==================== block 1
Figure 1. Routing congestion map (block 1).
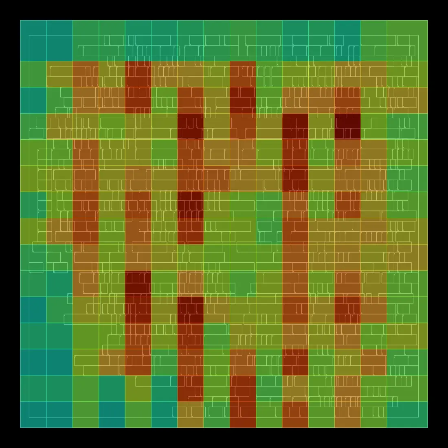
Figure 2. Nets reached from selected ports (block 1).
Bar = 20 um.
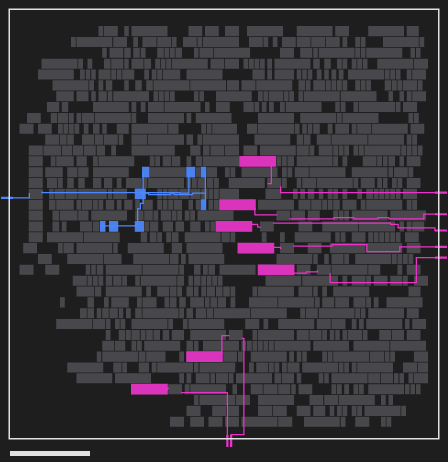
Figure 3. Close-up of the layout (block 1).
Bar = 10 um. Region (14, 14) to (39, 39) um. Cells in grey, sequential cells in the stronger grey; small squares are vias.
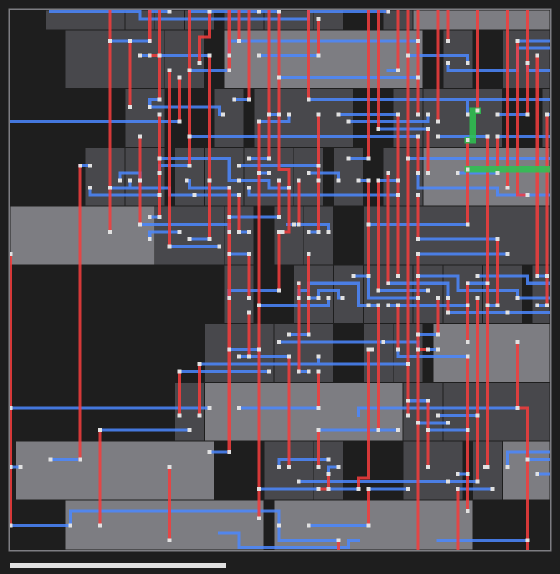
File: config.mk
export PLATFORM = sky130hd
export DESIGN_NAME = wb_pipe_monitor
export DESIGN_NICKNAME = d
export VERILOG_FILES = /design/src/rtl/wb_mon_pkg.sv /design/src/rtl/wb_mon_stall_hold.sv /design/src/rtl/wb_pipe_monitor.sv
export SDC_FILE = /design/constraint.sdc
export NUM_CORES = 1
export LEC_CHECK = 0
export ABC_AREA = 1
export CAP_MARGIN = 20
export CORE_MARGIN = 2
export CORE_UTILIZATION = 52
export DETAILED_ROUTE_END_ITERATION = 8
export GPL_ROUTABILITY_DRIVEN = 0
export HOLD_SLACK_MARGIN = 0.02
export PLACE_DENSITY = 0.82
export SLEW_MARGIN = 10
export SYNTH_ARGS = -nofsm -noshare
export SYNTH_HDL_FRONTEND = slang
export SYNTH_SLANG_ARGS = --single-unit
File: constraint.sdc
create_clock -name clk -period 3.1 [get_ports clk]
set_clock_uncertainty 0.2 [all_clocks]
set_input_delay 0.62 -clock clk [delete_from_list [all_inputs] [get_ports clk]]
set_output_delay 0.62 -clock clk [all_outputs]
set_load 0.02 [all_outputs]
File: src/rtl/wb_mon_pkg.sv
// wb_mon_pkg
// Shared definitions for the Wishbone B4 pipelined protocol monitor:
// the rule-code enumeration, the number of rules, per-rule mask constants
// and a helper that picks the lowest-numbered rule from a violation vector.
package wb_mon_pkg;

  localparam int NUM_RULES = 7;

  typedef enum logic [2:0] {
    RESP_NO_REQ  = 3'd0,
    MULTI_RESP   = 3'd1,
    TIMEOUT_HIT  = 3'd2,
    OVERFLOW     = 3'd3,
    STALL_CHANGE = 3'd4,
    CYC_DROP     = 3'd5,
    STB_NO_CYC   = 3'd6
  } rule_code_e;

  localparam logic [NUM_RULES-1:0] MASK_RESP_NO_REQ  = 7'b000_0001;
  localparam logic [NUM_RULES-1:0] MASK_MULTI_RESP   = 7'b000_0010;
  localparam logic [NUM_RULES-1:0] MASK_TIMEOUT      = 7'b000_0100;
  localparam logic [NUM_RULES-1:0] MASK_OVERFLOW     = 7'b000_1000;
  localparam logic [NUM_RULES-1:0] MASK_STALL_CHANGE = 7'b001_0000;
  localparam logic [NUM_RULES-1:0] MASK_CYC_DROP     = 7'b010_0000;
  localparam logic [NUM_RULES-1:0] MASK_STB_NO_CYC   = 7'b100_0000;
  localparam logic [NUM_RULES-1:0] MASK_ALL          = 7'b111_1111;

  // Lowest set rule code; scanning from the top down lets the lowest win.
  function automatic logic [2:0] lowest_code(input logic [NUM_RULES-1:0] v);
    logic [2:0] code;
    code = 3'd0;
    for (int i = NUM_RULES - 1; i >= 0; i--) begin
      if (v[i]) code = 3'(i);
    end
    return code;
  endfunction

endpackage

File: src/rtl/wb_mon_stall_hold.sv
// wb_mon_stall_hold
// Remembers the request that was presented while the slave stalled and
// flags when the master changes it (or withdraws it) in the next cycle.
// Ports:
//   clk, reset_n          clock, asynchronous active-low reset
//   cyc, stb, we, sel,
//   adr, dat_m, stall     observed bus signals
//   stall_change          rule-4 condition for the current cycle (comb)
module wb_mon_stall_hold
  import wb_mon_pkg::*;
#(
  parameter int ADR_W = 32,
  parameter int DAT_W = 32
) (
  input  logic               clk,
  input  logic               reset_n,
  input  logic               cyc,
  input  logic               stb,
  input  logic               we,
  input  logic [DAT_W/8-1:0] sel,
  input  logic [ADR_W-1:0]   adr,
  input  logic [DAT_W-1:0]   dat_m,
  input  logic               stall,
  output logic               stall_change
);

  logic               valid_q, valid_d;
  logic               we_q, we_d;
  logic [DAT_W/8-1:0] sel_q, sel_d;
  logic [ADR_W-1:0]   adr_q, adr_d;
  logic [DAT_W-1:0]   dat_q, dat_d;

  // Snapshot the request every cycle; valid marks that it was stalled and
  // therefore must be held unchanged in the following cycle.
  always_comb begin
    valid_d = cyc & stb & stall;
    we_d    = we;
    sel_d   = sel;
    adr_d   = adr;
    dat_d   = dat_m;
  end

  // Snapshot registers; reset clears any pending stalled request.
  always_ff @(posedge clk or negedge reset_n) begin
    if (!reset_n) begin
      valid_q <= 1'b0;
      we_q    <= 1'b0;
      sel_q   <= '0;
      adr_q   <= '0;
      dat_q   <= '0;
    end else begin
      valid_q <= valid_d;
      we_q    <= we_d;
      sel_q   <= sel_d;
      adr_q   <= adr_d;
      dat_q   <= dat_d;
    end
  end

  // Write data only matters when the held request is a write.
  always_comb begin
    stall_change = 1'b0;
    if (valid_q) begin
      stall_change = !stb || !cyc || (adr != adr_q) || (we != we_q) ||
                     (sel != sel_q) || (we && (dat_m != dat_q));
    end
  end

endmodule

File: src/rtl/wb_pipe_monitor.sv
// wb_pipe_monitor
// Passive Wishbone B4 pipelined protocol checker. Tracks outstanding
// requests, response latency and request stability under stall, and
// reports rule violations on registered outputs. Drives no bus signal.
// Ports:
//   clk, reset_n        clock, asynchronous active-low reset
//   cyc..rty            observed bus signals
//   clear               synchronous clear of sticky, count and first code
//   viol                per-rule violation pulse (one cycle)
//   viol_sticky         OR of all pulses since reset/clear
//   viol_cnt            saturating count of violating cycles
//   first_code          rule code of the first violation
//   outst               current outstanding request count
module wb_pipe_monitor
  import wb_mon_pkg::*;
#(
  parameter int               ADR_W     = 32,
  parameter int               DAT_W     = 32,
  parameter int               MAX_OUTST = 4,
  parameter int               TIMEOUT   = 16,
  parameter int               CNT_W     = 8,
  parameter logic [NUM_RULES-1:0] RULE_EN = 7'h7F
) (
  input  logic               clk,
  input  logic               reset_n,
  input  logic               cyc,
  input  logic               stb,
  input  logic               we,
  input  logic [DAT_W/8-1:0] sel,
  input  logic [ADR_W-1:0]   adr,
  input  logic [DAT_W-1:0]   dat_m,
  input  logic               stall,
  input  logic               ack,
  input  logic               err,
  input  logic               rty,
  input  logic               clear,
  output logic [6:0]         viol,
  output logic [6:0]         viol_sticky,
  output logic [CNT_W-1:0]   viol_cnt,
  output logic [2:0]         first_code,
  output logic [7:0]         outst
);

  localparam logic [7:0]  MAX_V      = 8'(MAX_OUTST);
  localparam logic [15:0] TIMEOUT_V  = 16'(TIMEOUT);
  localparam logic [15:0] TIMEOUT_M1 = 16'(TIMEOUT - 1);

  logic accept, resp, retire, stall_change;
  logic [NUM_RULES-1:0] fired;

  logic [7:0]           outst_q, outst_d;
  logic [15:0]          timer_q, timer_d;
  logic [NUM_RULES-1:0] viol_q, viol_d;
  logic [NUM_RULES-1:0] sticky_q, sticky_d;
  logic [CNT_W-1:0]     cnt_q, cnt_d;
  logic [2:0]           first_q, first_d;

  wb_mon_stall_hold #(
    .ADR_W (ADR_W),
    .DAT_W (DAT_W)
  ) u_stall_hold (
    .clk          (clk),
    .reset_n      (reset_n),
    .cyc          (cyc),
    .stb          (stb),
    .we           (we),
    .sel          (sel),
    .adr          (adr),
    .dat_m        (dat_m),
    .stall        (stall),
    .stall_change (stall_change)
  );

  // Handshake decode. A response only retires something already
  // outstanding, never the request accepted in the same cycle.
  always_comb begin
    accept = cyc & stb & ~stall;
    resp   = ack | err | rty;
    retire = resp && (outst_q != 8'd0);
  end

  // Outstanding count saturates at MAX_OUTST; dropping cyc abandons
  // everything in flight.
  always_comb begin
    outst_d = outst_q;
    if (!cyc) begin
      outst_d = 8'd0;
    end else begin
      case ({accept, retire})
        2'b10:   if (outst_q != MAX_V) outst_d = outst_q + 8'd1;
        2'b01:   outst_d = outst_q - 8'd1;
        default: outst_d = outst_q;
      endcase
    end
  end

  // Response-latency timer: stops at TIMEOUT so the rule fires only once
  // per silent stretch, and restarts on any response or when idle.
  always_comb begin
    timer_d = timer_q;
    if ((outst_q == 8'd0) || resp) begin
      timer_d = 16'd0;
    end else if (timer_q != TIMEOUT_V) begin
      timer_d = timer_q + 16'd1;
    end
  end

  // Rule conditions for the current cycle, indexed by rule code.
  always_comb begin
    fired = '0;
    fired[RESP_NO_REQ]  = resp && (outst_q == 8'd0);
    fired[MULTI_RESP]   = (ack & err) | (ack & rty) | (err & rty);
    fired[TIMEOUT_HIT]  = (outst_q != 8'd0) && !resp && (timer_q == TIMEOUT_M1);
    fired[OVERFLOW]     = accept && !resp && (outst_q == MAX_V);
    fired[STALL_CHANGE] = stall_change;
    fired[CYC_DROP]     = !cyc && (outst_q != 8'd0);
    fired[STB_NO_CYC]   = stb && !cyc;
  end

  // Reporting state. Sticky, count and first code are fed from the same
  // masked vector as the pulse so they all update on the same edge. On a
  // clear the history restarts from this cycle's violations, so a
  // violation coinciding with clear survives it.
  always_comb begin
    viol_d   = fired & RULE_EN;
    sticky_d = sticky_q | viol_d;
    cnt_d    = cnt_q;
    first_d  = first_q;
    if (clear) begin
      sticky_d = viol_d;
      cnt_d    = (viol_d != '0) ? CNT_W'(1) : '0;
      first_d  = (viol_d != '0) ? lowest_code(viol_d) : 3'd0;
    end else begin
      if ((viol_d != '0) && (cnt_q != '1)) cnt_d = cnt_q + CNT_W'(1);
      if ((viol_d != '0) && (sticky_q == '0)) first_d = lowest_code(viol_d);
    end
  end

  // All tracking and reporting state; reset discards transactions in flight.
  always_ff @(posedge clk or negedge reset_n) begin
    if (!reset_n) begin
      outst_q  <= 8'd0;
      timer_q  <= 16'd0;
      viol_q   <= '0;
      sticky_q <= '0;
      cnt_q    <= '0;
      first_q  <= 3'd0;
    end else begin
      outst_q  <= outst_d;
      timer_q  <= timer_d;
      viol_q   <= viol_d;
      sticky_q <= sticky_d;
      cnt_q    <= cnt_d;
      first_q  <= first_d;
    end
  end

  // Every output comes straight from a flop.
  always_comb begin
    viol        = viol_q;
    viol_sticky = sticky_q;
    viol_cnt    = cnt_q;
    first_code  = first_q;
    outst       = outst_q;
  end

endmodule

==> results.txt <==
Entry: Yosys synthesis followed by OpenROAD place and route.

Timing:
- The run puts the setup TNS at 0 ps.
- The run puts the worst hold-check slack at 304 ps.
- The run gives the max-slew violation total from the final report as 0.

Final layout:
- The run puts the antenna diode instance count at 0.
- In the layout the commonest cells are sky130_fd_sc_hd__nand2_1, sky130_fd_sc_hd__dfrtp_1, sky130_fd_sc_hd__clkdlybuf4s50_1.
- Registers represent a cell area share of 39.7%.

Yosys:
- The run puts the share of the synthesized area in the top cell type at 53.7%.
- The run puts the area of the mapped netlist at 0.00555 mm^2.
- For this run, the number of Yosys warnings is 0.
- The run puts the sequential element share of the synthesized area at 53.7%.

Drt:
- The run gives the length of the first detailed-routing pass in iterations as 4.

Setup path:
- In the setup report, the worst path falls into the class reg2reg.
- The required time at the worst endpoint is listed as 3340 ps.

Die:
- The run gives the tap cell instance count as 136.

Power:
- The run puts the net switching fraction of the power at 29.2%.

Run status:
- The flow ran to the end, and the final reports show no timing, DRC or antenna violations.

Job:
- The run puts the max-cap check violation count at 0.
## Picture notes: Figure 1
post-route core utilization: 72.6%
Global Route Usage Sum: 23.4%
Most Used Layer, Global Route: met2

## Picture notes: Figure 2
legend:
  `viol`:
    colour: magenta
    direction: output
    end_cells: 7
    buffers: 7
    wire: 281 um
  `cyc`:
    colour: blue
    direction: input
    end_cells: 8
    buffers: 2
    wire: 98.6 um
number of port buffers: 110
number of top-level pins: 111

## Picture notes: Figure 3
legend:
  M3:
    colour: green
  M1:
    colour: blue
  M2:
    colour: red
sequential cells in the window: 8
most frequent: dfrtp_1 (8), inv_1 (6)
netlist names of flops here include: `timer_q` (8)
cells with their middle in the window: 48


==================== block 2
[src/rtl/tx_fifo_pkg.sv]
// Shared constants and status-vector layout for the transmit-path FIFO.
// The status struct field order is also consumed by the flow-control arbiter.
package tx_fifo_pkg;

   localparam int DEF_DATA_W = 6;
   localparam int DEF_ADDR_W = 2;

   typedef struct packed {
      logic full;
      logic empty;
      logic almost_full;
      logic almost_empty;
      logic overflow;
      logic underflow;
   } tx_status_t;

   localparam tx_status_t STATUS_RESET = '{full: 1'b0, empty: 1'b1, almost_full: 1'b0,
                                          almost_empty: 1'b0, overflow: 1'b0, underflow: 1'b0};

endpackage

[src/rtl/tx_fifo_mem.sv]
// DEPTH x DATA_W register file: synchronous write, asynchronous read, clear on reset or init=0.
module tx_fifo_mem
   import tx_fifo_pkg::*;
#(
   parameter int DATA_W = DEF_DATA_W,
   parameter int ADDR_W = DEF_ADDR_W
) (
   input  logic              clk,
   input  logic              reset_L,
   input  logic              init,
   input  logic              wr_en,
   input  logic [ADDR_W-1:0] wr_addr,
   input  logic [DATA_W-1:0] wr_data,
   input  logic [ADDR_W-1:0] rd_addr,
   output logic [DATA_W-1:0] rd_data
);

   localparam int DEPTH = 2**ADDR_W;

   logic [DATA_W-1:0] mem [DEPTH];

   always_ff @(posedge clk or negedge reset_L) begin
      if (!reset_L) begin
         for (int i = 0; i < DEPTH; i++) mem[i] <= '0;
      end else if (!init) begin
         for (int i = 0; i < DEPTH; i++) mem[i] <= '0;
      end else if (wr_en) begin
         mem[wr_addr] <= wr_data;
      end
   end

   assign rd_data = mem[rd_addr];

endmodule

[src/rtl/tx_fifo_param.sv]
// Parametrised transmit FIFO with thresholds, sticky error flags and a registered read port.
// Optional macro TX_FIFO_OUT_HOLD_EN: data_out holds the last popped word instead of returning to 0.
module tx_fifo_param
   import tx_fifo_pkg::*;
#(
   parameter int DATA_W = DEF_DATA_W,
   parameter int ADDR_W = DEF_ADDR_W
) (
   input  logic              clk,
   input  logic              reset_L,
   input  logic              init,
   input  logic              wr_enable,
   input  logic              rd_enable,
   input  logic [DATA_W-1:0] data_in,
   input  logic [ADDR_W:0]   umbral_af,
   input  logic [ADDR_W:0]   umbral_ae,
   output logic [DATA_W-1:0] data_out,
   output logic              data_valid,
   output logic [ADDR_W:0]   fill_count,
   output logic              full,
   output logic              empty,
   output logic              almost_full,
   output logic              almost_empty,
   output logic              overflow,
   output logic              underflow
);

   localparam int              DEPTH   = 2**ADDR_W;
   localparam logic [ADDR_W:0] DEPTH_C = DEPTH[ADDR_W:0];

   // Margins above DEPTH would wrap the full-threshold subtraction, so clamp them.
   function automatic logic [ADDR_W:0] sat_margin(input logic [ADDR_W:0] m);
      return (m > DEPTH_C) ? DEPTH_C : m;
   endfunction

   logic [ADDR_W-1:0] wr_ptr, rd_ptr;
   logic [ADDR_W:0]   count;
   logic              ovf_q, unf_q;
   logic              push_ok, pop_ok;
   logic [DATA_W-1:0] rd_data;
   logic [DATA_W-1:0] dout_p1;
   logic              vld_p1;
   logic [ADDR_W:0]   af_margin;
   tx_status_t        st;

   // A push into a full FIFO is only legal when a pop frees a slot at the same edge.
   assign pop_ok  = rd_enable && (count != '0);
   assign push_ok = wr_enable && ((count != DEPTH_C) || pop_ok);

   tx_fifo_mem #(
      .DATA_W (DATA_W),
      .ADDR_W (ADDR_W)
   ) u_mem (
      .clk     (clk),
      .reset_L (reset_L),
      .init    (init),
      .wr_en   (push_ok),
      .wr_addr (wr_ptr),
      .wr_data (data_in),
      .rd_addr (rd_ptr),
      .rd_data (rd_data)
   );

   // Stage p0 -> p1: pointer/count/error update and registered read port
   always_ff @(posedge clk or negedge reset_L) begin
      if (!reset_L) begin
         wr_ptr  <= '0;
         rd_ptr  <= '0;
         count   <= '0;
         ovf_q   <= 1'b0;
         unf_q   <= 1'b0;
         vld_p1  <= 1'b0;
         dout_p1 <= '0;
      end else if (!init) begin
         wr_ptr  <= '0;
         rd_ptr  <= '0;
         count   <= '0;
         ovf_q   <= 1'b0;
         unf_q   <= 1'b0;
         vld_p1  <= 1'b0;
         dout_p1 <= '0;
      end else begin
         if (push_ok) wr_ptr <= wr_ptr + 1'b1;
         if (pop_ok)  rd_ptr <= rd_ptr + 1'b1;
         if (push_ok && !pop_ok)      count <= count + 1'b1;
         else if (pop_ok && !push_ok) count <= count - 1'b1;
         if (wr_enable && !push_ok) ovf_q <= 1'b1;
         if (rd_enable && !pop_ok)  unf_q <= 1'b1;
         vld_p1 <= pop_ok;
`ifdef TX_FIFO_OUT_HOLD_EN
         if (pop_ok) dout_p1 <= rd_data;
`else
         dout_p1 <= pop_ok ? rd_data : '0;
`endif
      end
   end

   always_comb begin
      af_margin = sat_margin(umbral_af);
      st        = STATUS_RESET;
      if (reset_L && init) begin
         st.full         = (count == DEPTH_C);
         st.empty        = (count == '0);
         st.almost_full  = (af_margin != '0) && (count >= (DEPTH_C - af_margin)) && (count != DEPTH_C);
         st.almost_empty = (umbral_ae != '0) && (count <= umbral_ae) && (count != '0);
         st.overflow     = ovf_q;
         st.underflow    = unf_q;
      end
   end

   assign fill_count   = (reset_L && init) ? count : '0;
   assign full         = st.full;
   assign empty        = st.empty;
   assign almost_full  = st.almost_full;
   assign almost_empty = st.almost_empty;
   assign overflow     = st.overflow;
   assign underflow    = st.underflow;
   assign data_out     = dout_p1;
   assign data_valid   = vld_p1;

endmodule

[config.mk]
export PLATFORM = sky130hd
export DESIGN_NAME = tx_fifo_param
export DESIGN_NICKNAME = d
export VERILOG_FILES = /design/src/rtl/tx_fifo_pkg.sv /design/src/rtl/tx_fifo_mem.sv /design/src/rtl/tx_fifo_param.sv
export SDC_FILE = /design/constraint.sdc
export NUM_CORES = 1
export LEC_CHECK = 0
export CAP_MARGIN = 20
export CORE_ASPECT_RATIO = 1.2
export CORE_UTILIZATION = 45
export DETAILED_ROUTE_END_ITERATION = 7
export PLACE_DENSITY = 0.68
export SYNTH_ARGS = -nofsm -noshare
export SYNTH_HDL_FRONTEND = slang
export SYNTH_SLANG_ARGS = --single-unit
[constraint.sdc]
create_clock -name clk -period 3.5 [get_ports clk]
set_input_delay 0.525 -clock clk [delete_from_list [all_inputs] [get_ports clk]]
set_output_delay 0.525 -clock clk [all_outputs]
set_load 0.01 [all_outputs]
==> results.txt <==
Entry: Yosys synthesis followed by OpenROAD place and route.

Run status:
- The flow ran to the end, and the final reports show no timing, DRC or antenna violations.

Setup path:
- The report lists the cells along the critical path as clkdlybuf4s50_1 -> inv_1 -> nand2_1 -> ha_1 -> ha_1 -> ha_1 -> a21oi_1 -> nor4b_1 -> clkdlybuf4s50_1.
- STA classifies the critical path startpoint as a primary input.
- Among all stages on the critical path, the maximum delay recorded is 580 ps.
- Per STA, the startpoint of the critical path is umbral_af[2].
- The STA report counts the stages on the worst setup path as 9.

Final layout:
- Leaving out buffers and inverters, the combinational logic in the layout accounts for 0.00119 mm^2.
- In the layout the commonest cells are sky130_fd_sc_hd__dfrtp_1, sky130_fd_sc_hd__clkdlybuf4s50_1, sky130_fd_sc_hd__nand2_1.
- The layout summary lists the proportion of cells stronger than drive strength 1 as 9.84%.
- The run puts the number of logic gates at 157.
- The run gives the share of final layout cell area taken by non-clock buffers as 13.1%.
- The run gives the clock buffer instance count of the final layout as 6.
- The run puts the filler cell count in the final layout at 455.

Yosys:
- The run puts the summed standard-cell area reported by yosys at 0.00229 mm^2.
- The run gives the yosys warning tally as 0.
- The run gives the number of flip-flops and latches in the synthesized netlist as 40.
- The run gives the flip-flop cell with the highest count after synthesis as sky130_fd_sc_hd__dfrtp_1.

Clock tree:
- The run gives the post-CTS setup-driven buffer insertion count as 0.
- The run puts the clock-pin transition on the worst setup and hold timing paths at 80 ps.

Global routing:
- The run puts the total routing resource utilization after global routing at 20.3%.
- The global router reports that the layer with the highest usage is met2.
- The first global-routing pass estimated 8030 um of wire.

Drt:
- The run puts the post-route antenna net violation count at 0.
- The run puts the average wire per cell in the routed design at 15.3 um.
- The run gives the length of the first detailed-routing pass in iterations as 4.

Power:
- The analysis attributes to net switching a power of 0.000391 W.
- The run puts the net switching fraction of the power at 32.1%.
- The run gives the power in combinational cells as 0.000360 W.

Timing:
- The most critical hold endpoint after final layout shows a slack of 107 ps.
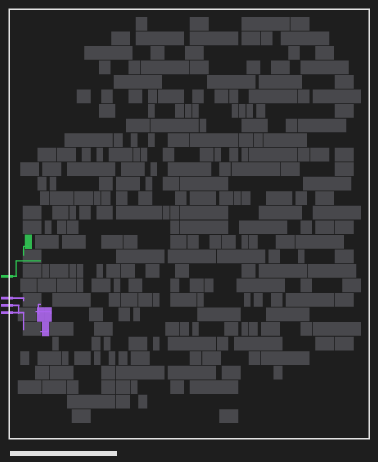
Figure 4: block 2, nets reached from selected ports.
Bar = 20 um.
legend:
  `full`:
    colour: green
    direction: output
    end_cells: 1
    buffers: 1
    wire: 10.8 um
  `umbral_af`:
    colour: purple
    direction: input
    end_cells: 3
    buffers: 3
    wire: 17.7 um
number of top-level pins: 33
number of port buffers: 32

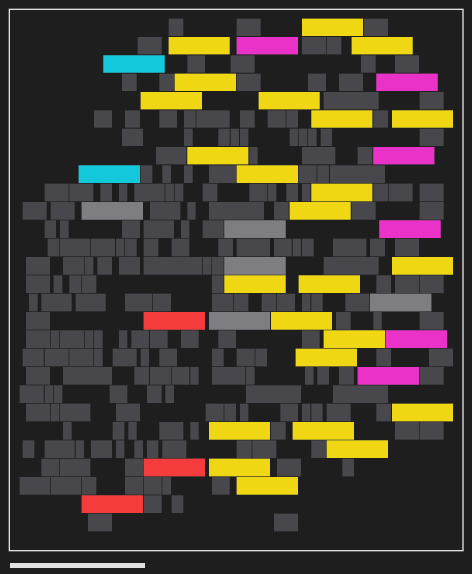
Figure 5: block 2, sequential cells coloured by netlist name.
Bar = 20 um.
legend:
  `u_mem.mem`:
    colour: yellow
    placed_flops: 24
  `count`:
    colour: red
    placed_flops: 3
  `wr_ptr`:
    colour: cyan
    placed_flops: 2
  `data_out`:
    colour: magenta
    placed_flops: 6
area taken by flip-flops and latches: 0.00100 mm^2
post-route core utilization: 56.0%


==================== block 3
$ cat config.mk
export PLATFORM = sky130hd
export DESIGN_NAME = mesh_sort_ctrl
export DESIGN_NICKNAME = d
export VERILOG_FILES = /design/src/rtl/mesh_sort_ctrl.sv
export SDC_FILE = /design/constraint.sdc
export NUM_CORES = 1
export LEC_CHECK = 0
export CAP_MARGIN = 20
export CORE_MARGIN = 3
export CORE_UTILIZATION = 54
export DETAILED_ROUTE_END_ITERATION = 10
export PLACE_DENSITY = 0.82
export SYNTH_ARGS = -nofsm -noshare
export SYNTH_HDL_FRONTEND = slang
export SYNTH_SLANG_ARGS = --single-unit
$ cat constraint.sdc
create_clock -name clk -period 2.69 [get_ports clk]
set_input_delay 0.269 -clock clk [delete_from_list [all_inputs] [get_ports clk]]
set_output_delay 0.269 -clock clk [all_outputs]
set_load 0.02 [all_outputs]
$ cat src/rtl/mesh_sort_ctrl.sv
// Shearsort sequencer for a 2-D PE mesh: broadcasts row/column phase codes on
// the shared state bus and drives the PE load strobe between start and done.
module mesh_sort_ctrl #(
  parameter int         TOTAL_ROW_COUNT = 4,
  parameter int         TOTAL_COL_COUNT = 4,
  parameter int         ROUNDS          = 3,
  parameter logic [3:0] IDLE_CODE       = 4'hF
) (
  input  logic       clk,
  input  logic       rst,
  input  logic       start,
  input  logic       hold,
  output logic [3:0] state,
  output logic       pe_rst,
  output logic       busy,
  output logic       done,
  output logic [1:0] phase,
  output logic [3:0] round
);

  localparam int MAX_STEPS = (TOTAL_ROW_COUNT > TOTAL_COL_COUNT) ? TOTAL_ROW_COUNT : TOTAL_COL_COUNT;
  localparam int SW        = (MAX_STEPS > 1) ? $clog2(MAX_STEPS) : 1;
  localparam logic [SW-1:0] ROW_LAST   = SW'(TOTAL_COL_COUNT - 1);
  localparam logic [SW-1:0] COL_LAST   = SW'(TOTAL_ROW_COUNT - 1);
  localparam logic [SW-1:0] STEP_ZERO  = SW'(0);
  localparam logic [SW-1:0] STEP_ONE   = SW'(1);
  localparam logic [3:0]    LAST_ROUND = 4'(ROUNDS - 1);

  typedef enum logic [2:0] {
    S_IDLE = 3'd0,
    S_LOAD = 3'd1,
    S_ROW  = 3'd2,
    S_COL  = 3'd3,
    S_DONE = 3'd4
  } fsm_e;

  fsm_e          r_fsm;
  logic [SW-1:0] r_step;
  logic [3:0]    r_state;
  logic          r_pe_rst;
  logic          r_busy;
  logic          r_done;
  logic [1:0]    r_phase;
  logic [3:0]    r_round;
  logic [SW-1:0] w_step_nxt;

  assign w_step_nxt = r_step + STEP_ONE;

  // Sequencer FSM; every output is registered alongside the state it belongs to.
  // r_step is the step whose code is currently on the bus, so a held step
  // resumes with the next code that was pending.
  always_ff @(posedge clk) begin
    if (!rst) begin
      r_fsm    <= S_IDLE;
      r_step   <= STEP_ZERO;
      r_state  <= IDLE_CODE;
      r_pe_rst <= 1'b1;
      r_busy   <= 1'b0;
      r_done   <= 1'b0;
      r_phase  <= 2'd0;
      r_round  <= 4'd0;
    end else begin
      r_pe_rst <= 1'b0;
      r_done   <= 1'b0;
      case (r_fsm)
        S_IDLE: begin
          r_state <= IDLE_CODE;
          r_phase <= 2'd0;
          if (start) begin
            r_fsm    <= S_LOAD;
            r_pe_rst <= 1'b1;
            r_busy   <= 1'b1;
          end else begin
            r_fsm  <= S_IDLE;
            r_busy <= 1'b0;
          end
        end
        S_LOAD: begin
          r_fsm   <= S_ROW;
          r_step  <= STEP_ZERO;
          r_round <= 4'd0;
          r_state <= 4'd3;
          r_phase <= 2'd1;
          r_busy  <= 1'b1;
        end
        S_ROW: begin
          if (hold) begin
            r_state <= IDLE_CODE;
          end else if (r_step == ROW_LAST) begin
            if (r_round == LAST_ROUND) begin
              r_fsm   <= S_DONE;
              r_done  <= 1'b1;
              r_busy  <= 1'b0;
              r_state <= IDLE_CODE;
              r_phase <= 2'd0;
            end else begin
              r_fsm   <= S_COL;
              r_step  <= STEP_ZERO;
              r_state <= 4'd5;
              r_phase <= 2'd2;
            end
          end else begin
            r_step  <= w_step_nxt;
            r_state <= w_step_nxt[0] ? 4'd2 : 4'd3;
          end
        end
        S_COL: begin
          if (hold) begin
            r_state <= IDLE_CODE;
          end else if (r_step == COL_LAST) begin
            r_fsm   <= S_ROW;
            r_step  <= STEP_ZERO;
            r_round <= r_round + 4'd1;
            r_state <= 4'd3;
            r_phase <= 2'd1;
          end else begin
            r_step  <= w_step_nxt;
            r_state <= w_step_nxt[0] ? 4'd4 : 4'd5;
          end
        end
        S_DONE: begin
          r_fsm   <= S_IDLE;
          r_state <= IDLE_CODE;
          r_busy  <= 1'b0;
          r_phase <= 2'd0;
        end
        default: begin
          r_fsm   <= S_IDLE;
          r_step  <= STEP_ZERO;
          r_state <= IDLE_CODE;
          r_busy  <= 1'b0;
          r_phase <= 2'd0;
          r_round <= 4'd0;
        end
      endcase
    end
  end

  assign state  = r_state;
  assign pe_rst = r_pe_rst;
  assign busy   = r_busy;
  assign done   = r_done;
  assign phase  = r_phase;
  assign round  = r_round;

endmodule

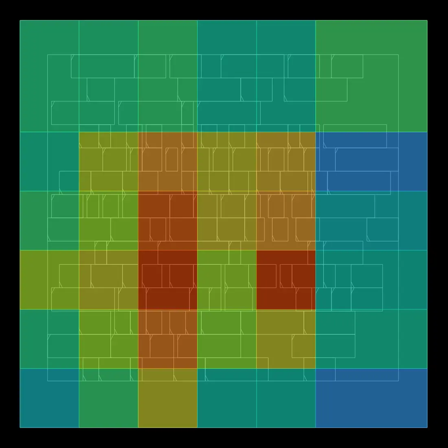
Figure 6: block 3, routing congestion map.
met1 layer usage reported by global route: 27.1%
WL/cell: 14.1 um
M2 GR Usage: 27.3%

==> results.txt <==
Entry: Yosys synthesis followed by OpenROAD place and route.

Global routing:
- The run gives the number of antenna violations at the first check in global routing as 0.
- The run gives the met3 track demand over resource as 4.51%.

Run status:
- The flow ran to the end, and the final reports show no timing, DRC or antenna violations.

Die:
- The run gives the core box area as 0.00156 mm^2.
- The run gives the starting utilization of the core area as 59.7%.

Power:
- The run puts the power in combinational cells at 0.000258 W.
- The run puts the net switching fraction of the power at 33.7%.

Clock tree:
- The run gives the number of levels in the clock H-tree as 1.

Yosys:
- The run puts the yosys warning tally at 0.
- The run gives the number of cells in the yosys synthesis report as 100.
- The run puts the number of nets produced by synthesis at 107.
- For this run, the register share of the synthesized area comes to 38.7%.
- Counting flops with an async set or reset pin after synthesis yields a share of 0%.
- The run puts the post-synthesis average cell area at 9.31 um^2.

Final layout:
- Counting plain and timing-repair buffers in the layout gives 17.
- Compared with the post-synthesis result, the final layout area differs by 18.8%.
- The run gives the inverter count as 5.
- The run puts the fraction of layout instances using a drive strength above 1 at 10.5%.

Timing:
- The run puts the final-report setup violation count at 0.
- On the final layout, the worst hold slack is 478 ps.

Min path:
- The min-delay analysis places its worst path in the category reg2reg.
- The run gives the critical hold path startpoint as r_step[1]$_SDFFE_PN0P_.


==> screenshots <==
Gate-type map.
(a)
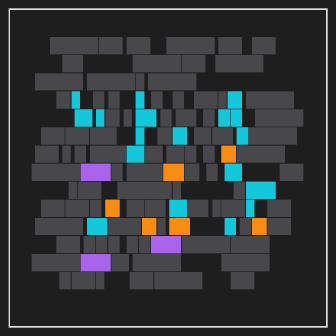
(b)
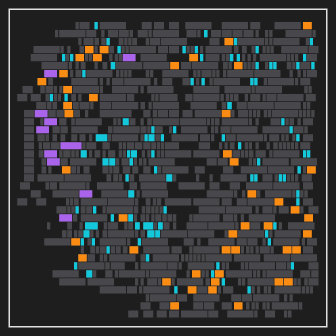
(c)
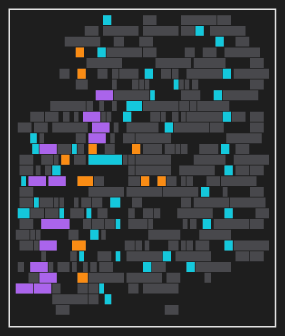
block 1 -> (b)
block 2 -> (c)
block 3 -> (a)
The one with the most cells is (b).
The one with the fewest cells is (a).

Power is estimated from default activity; no workload was simulated.
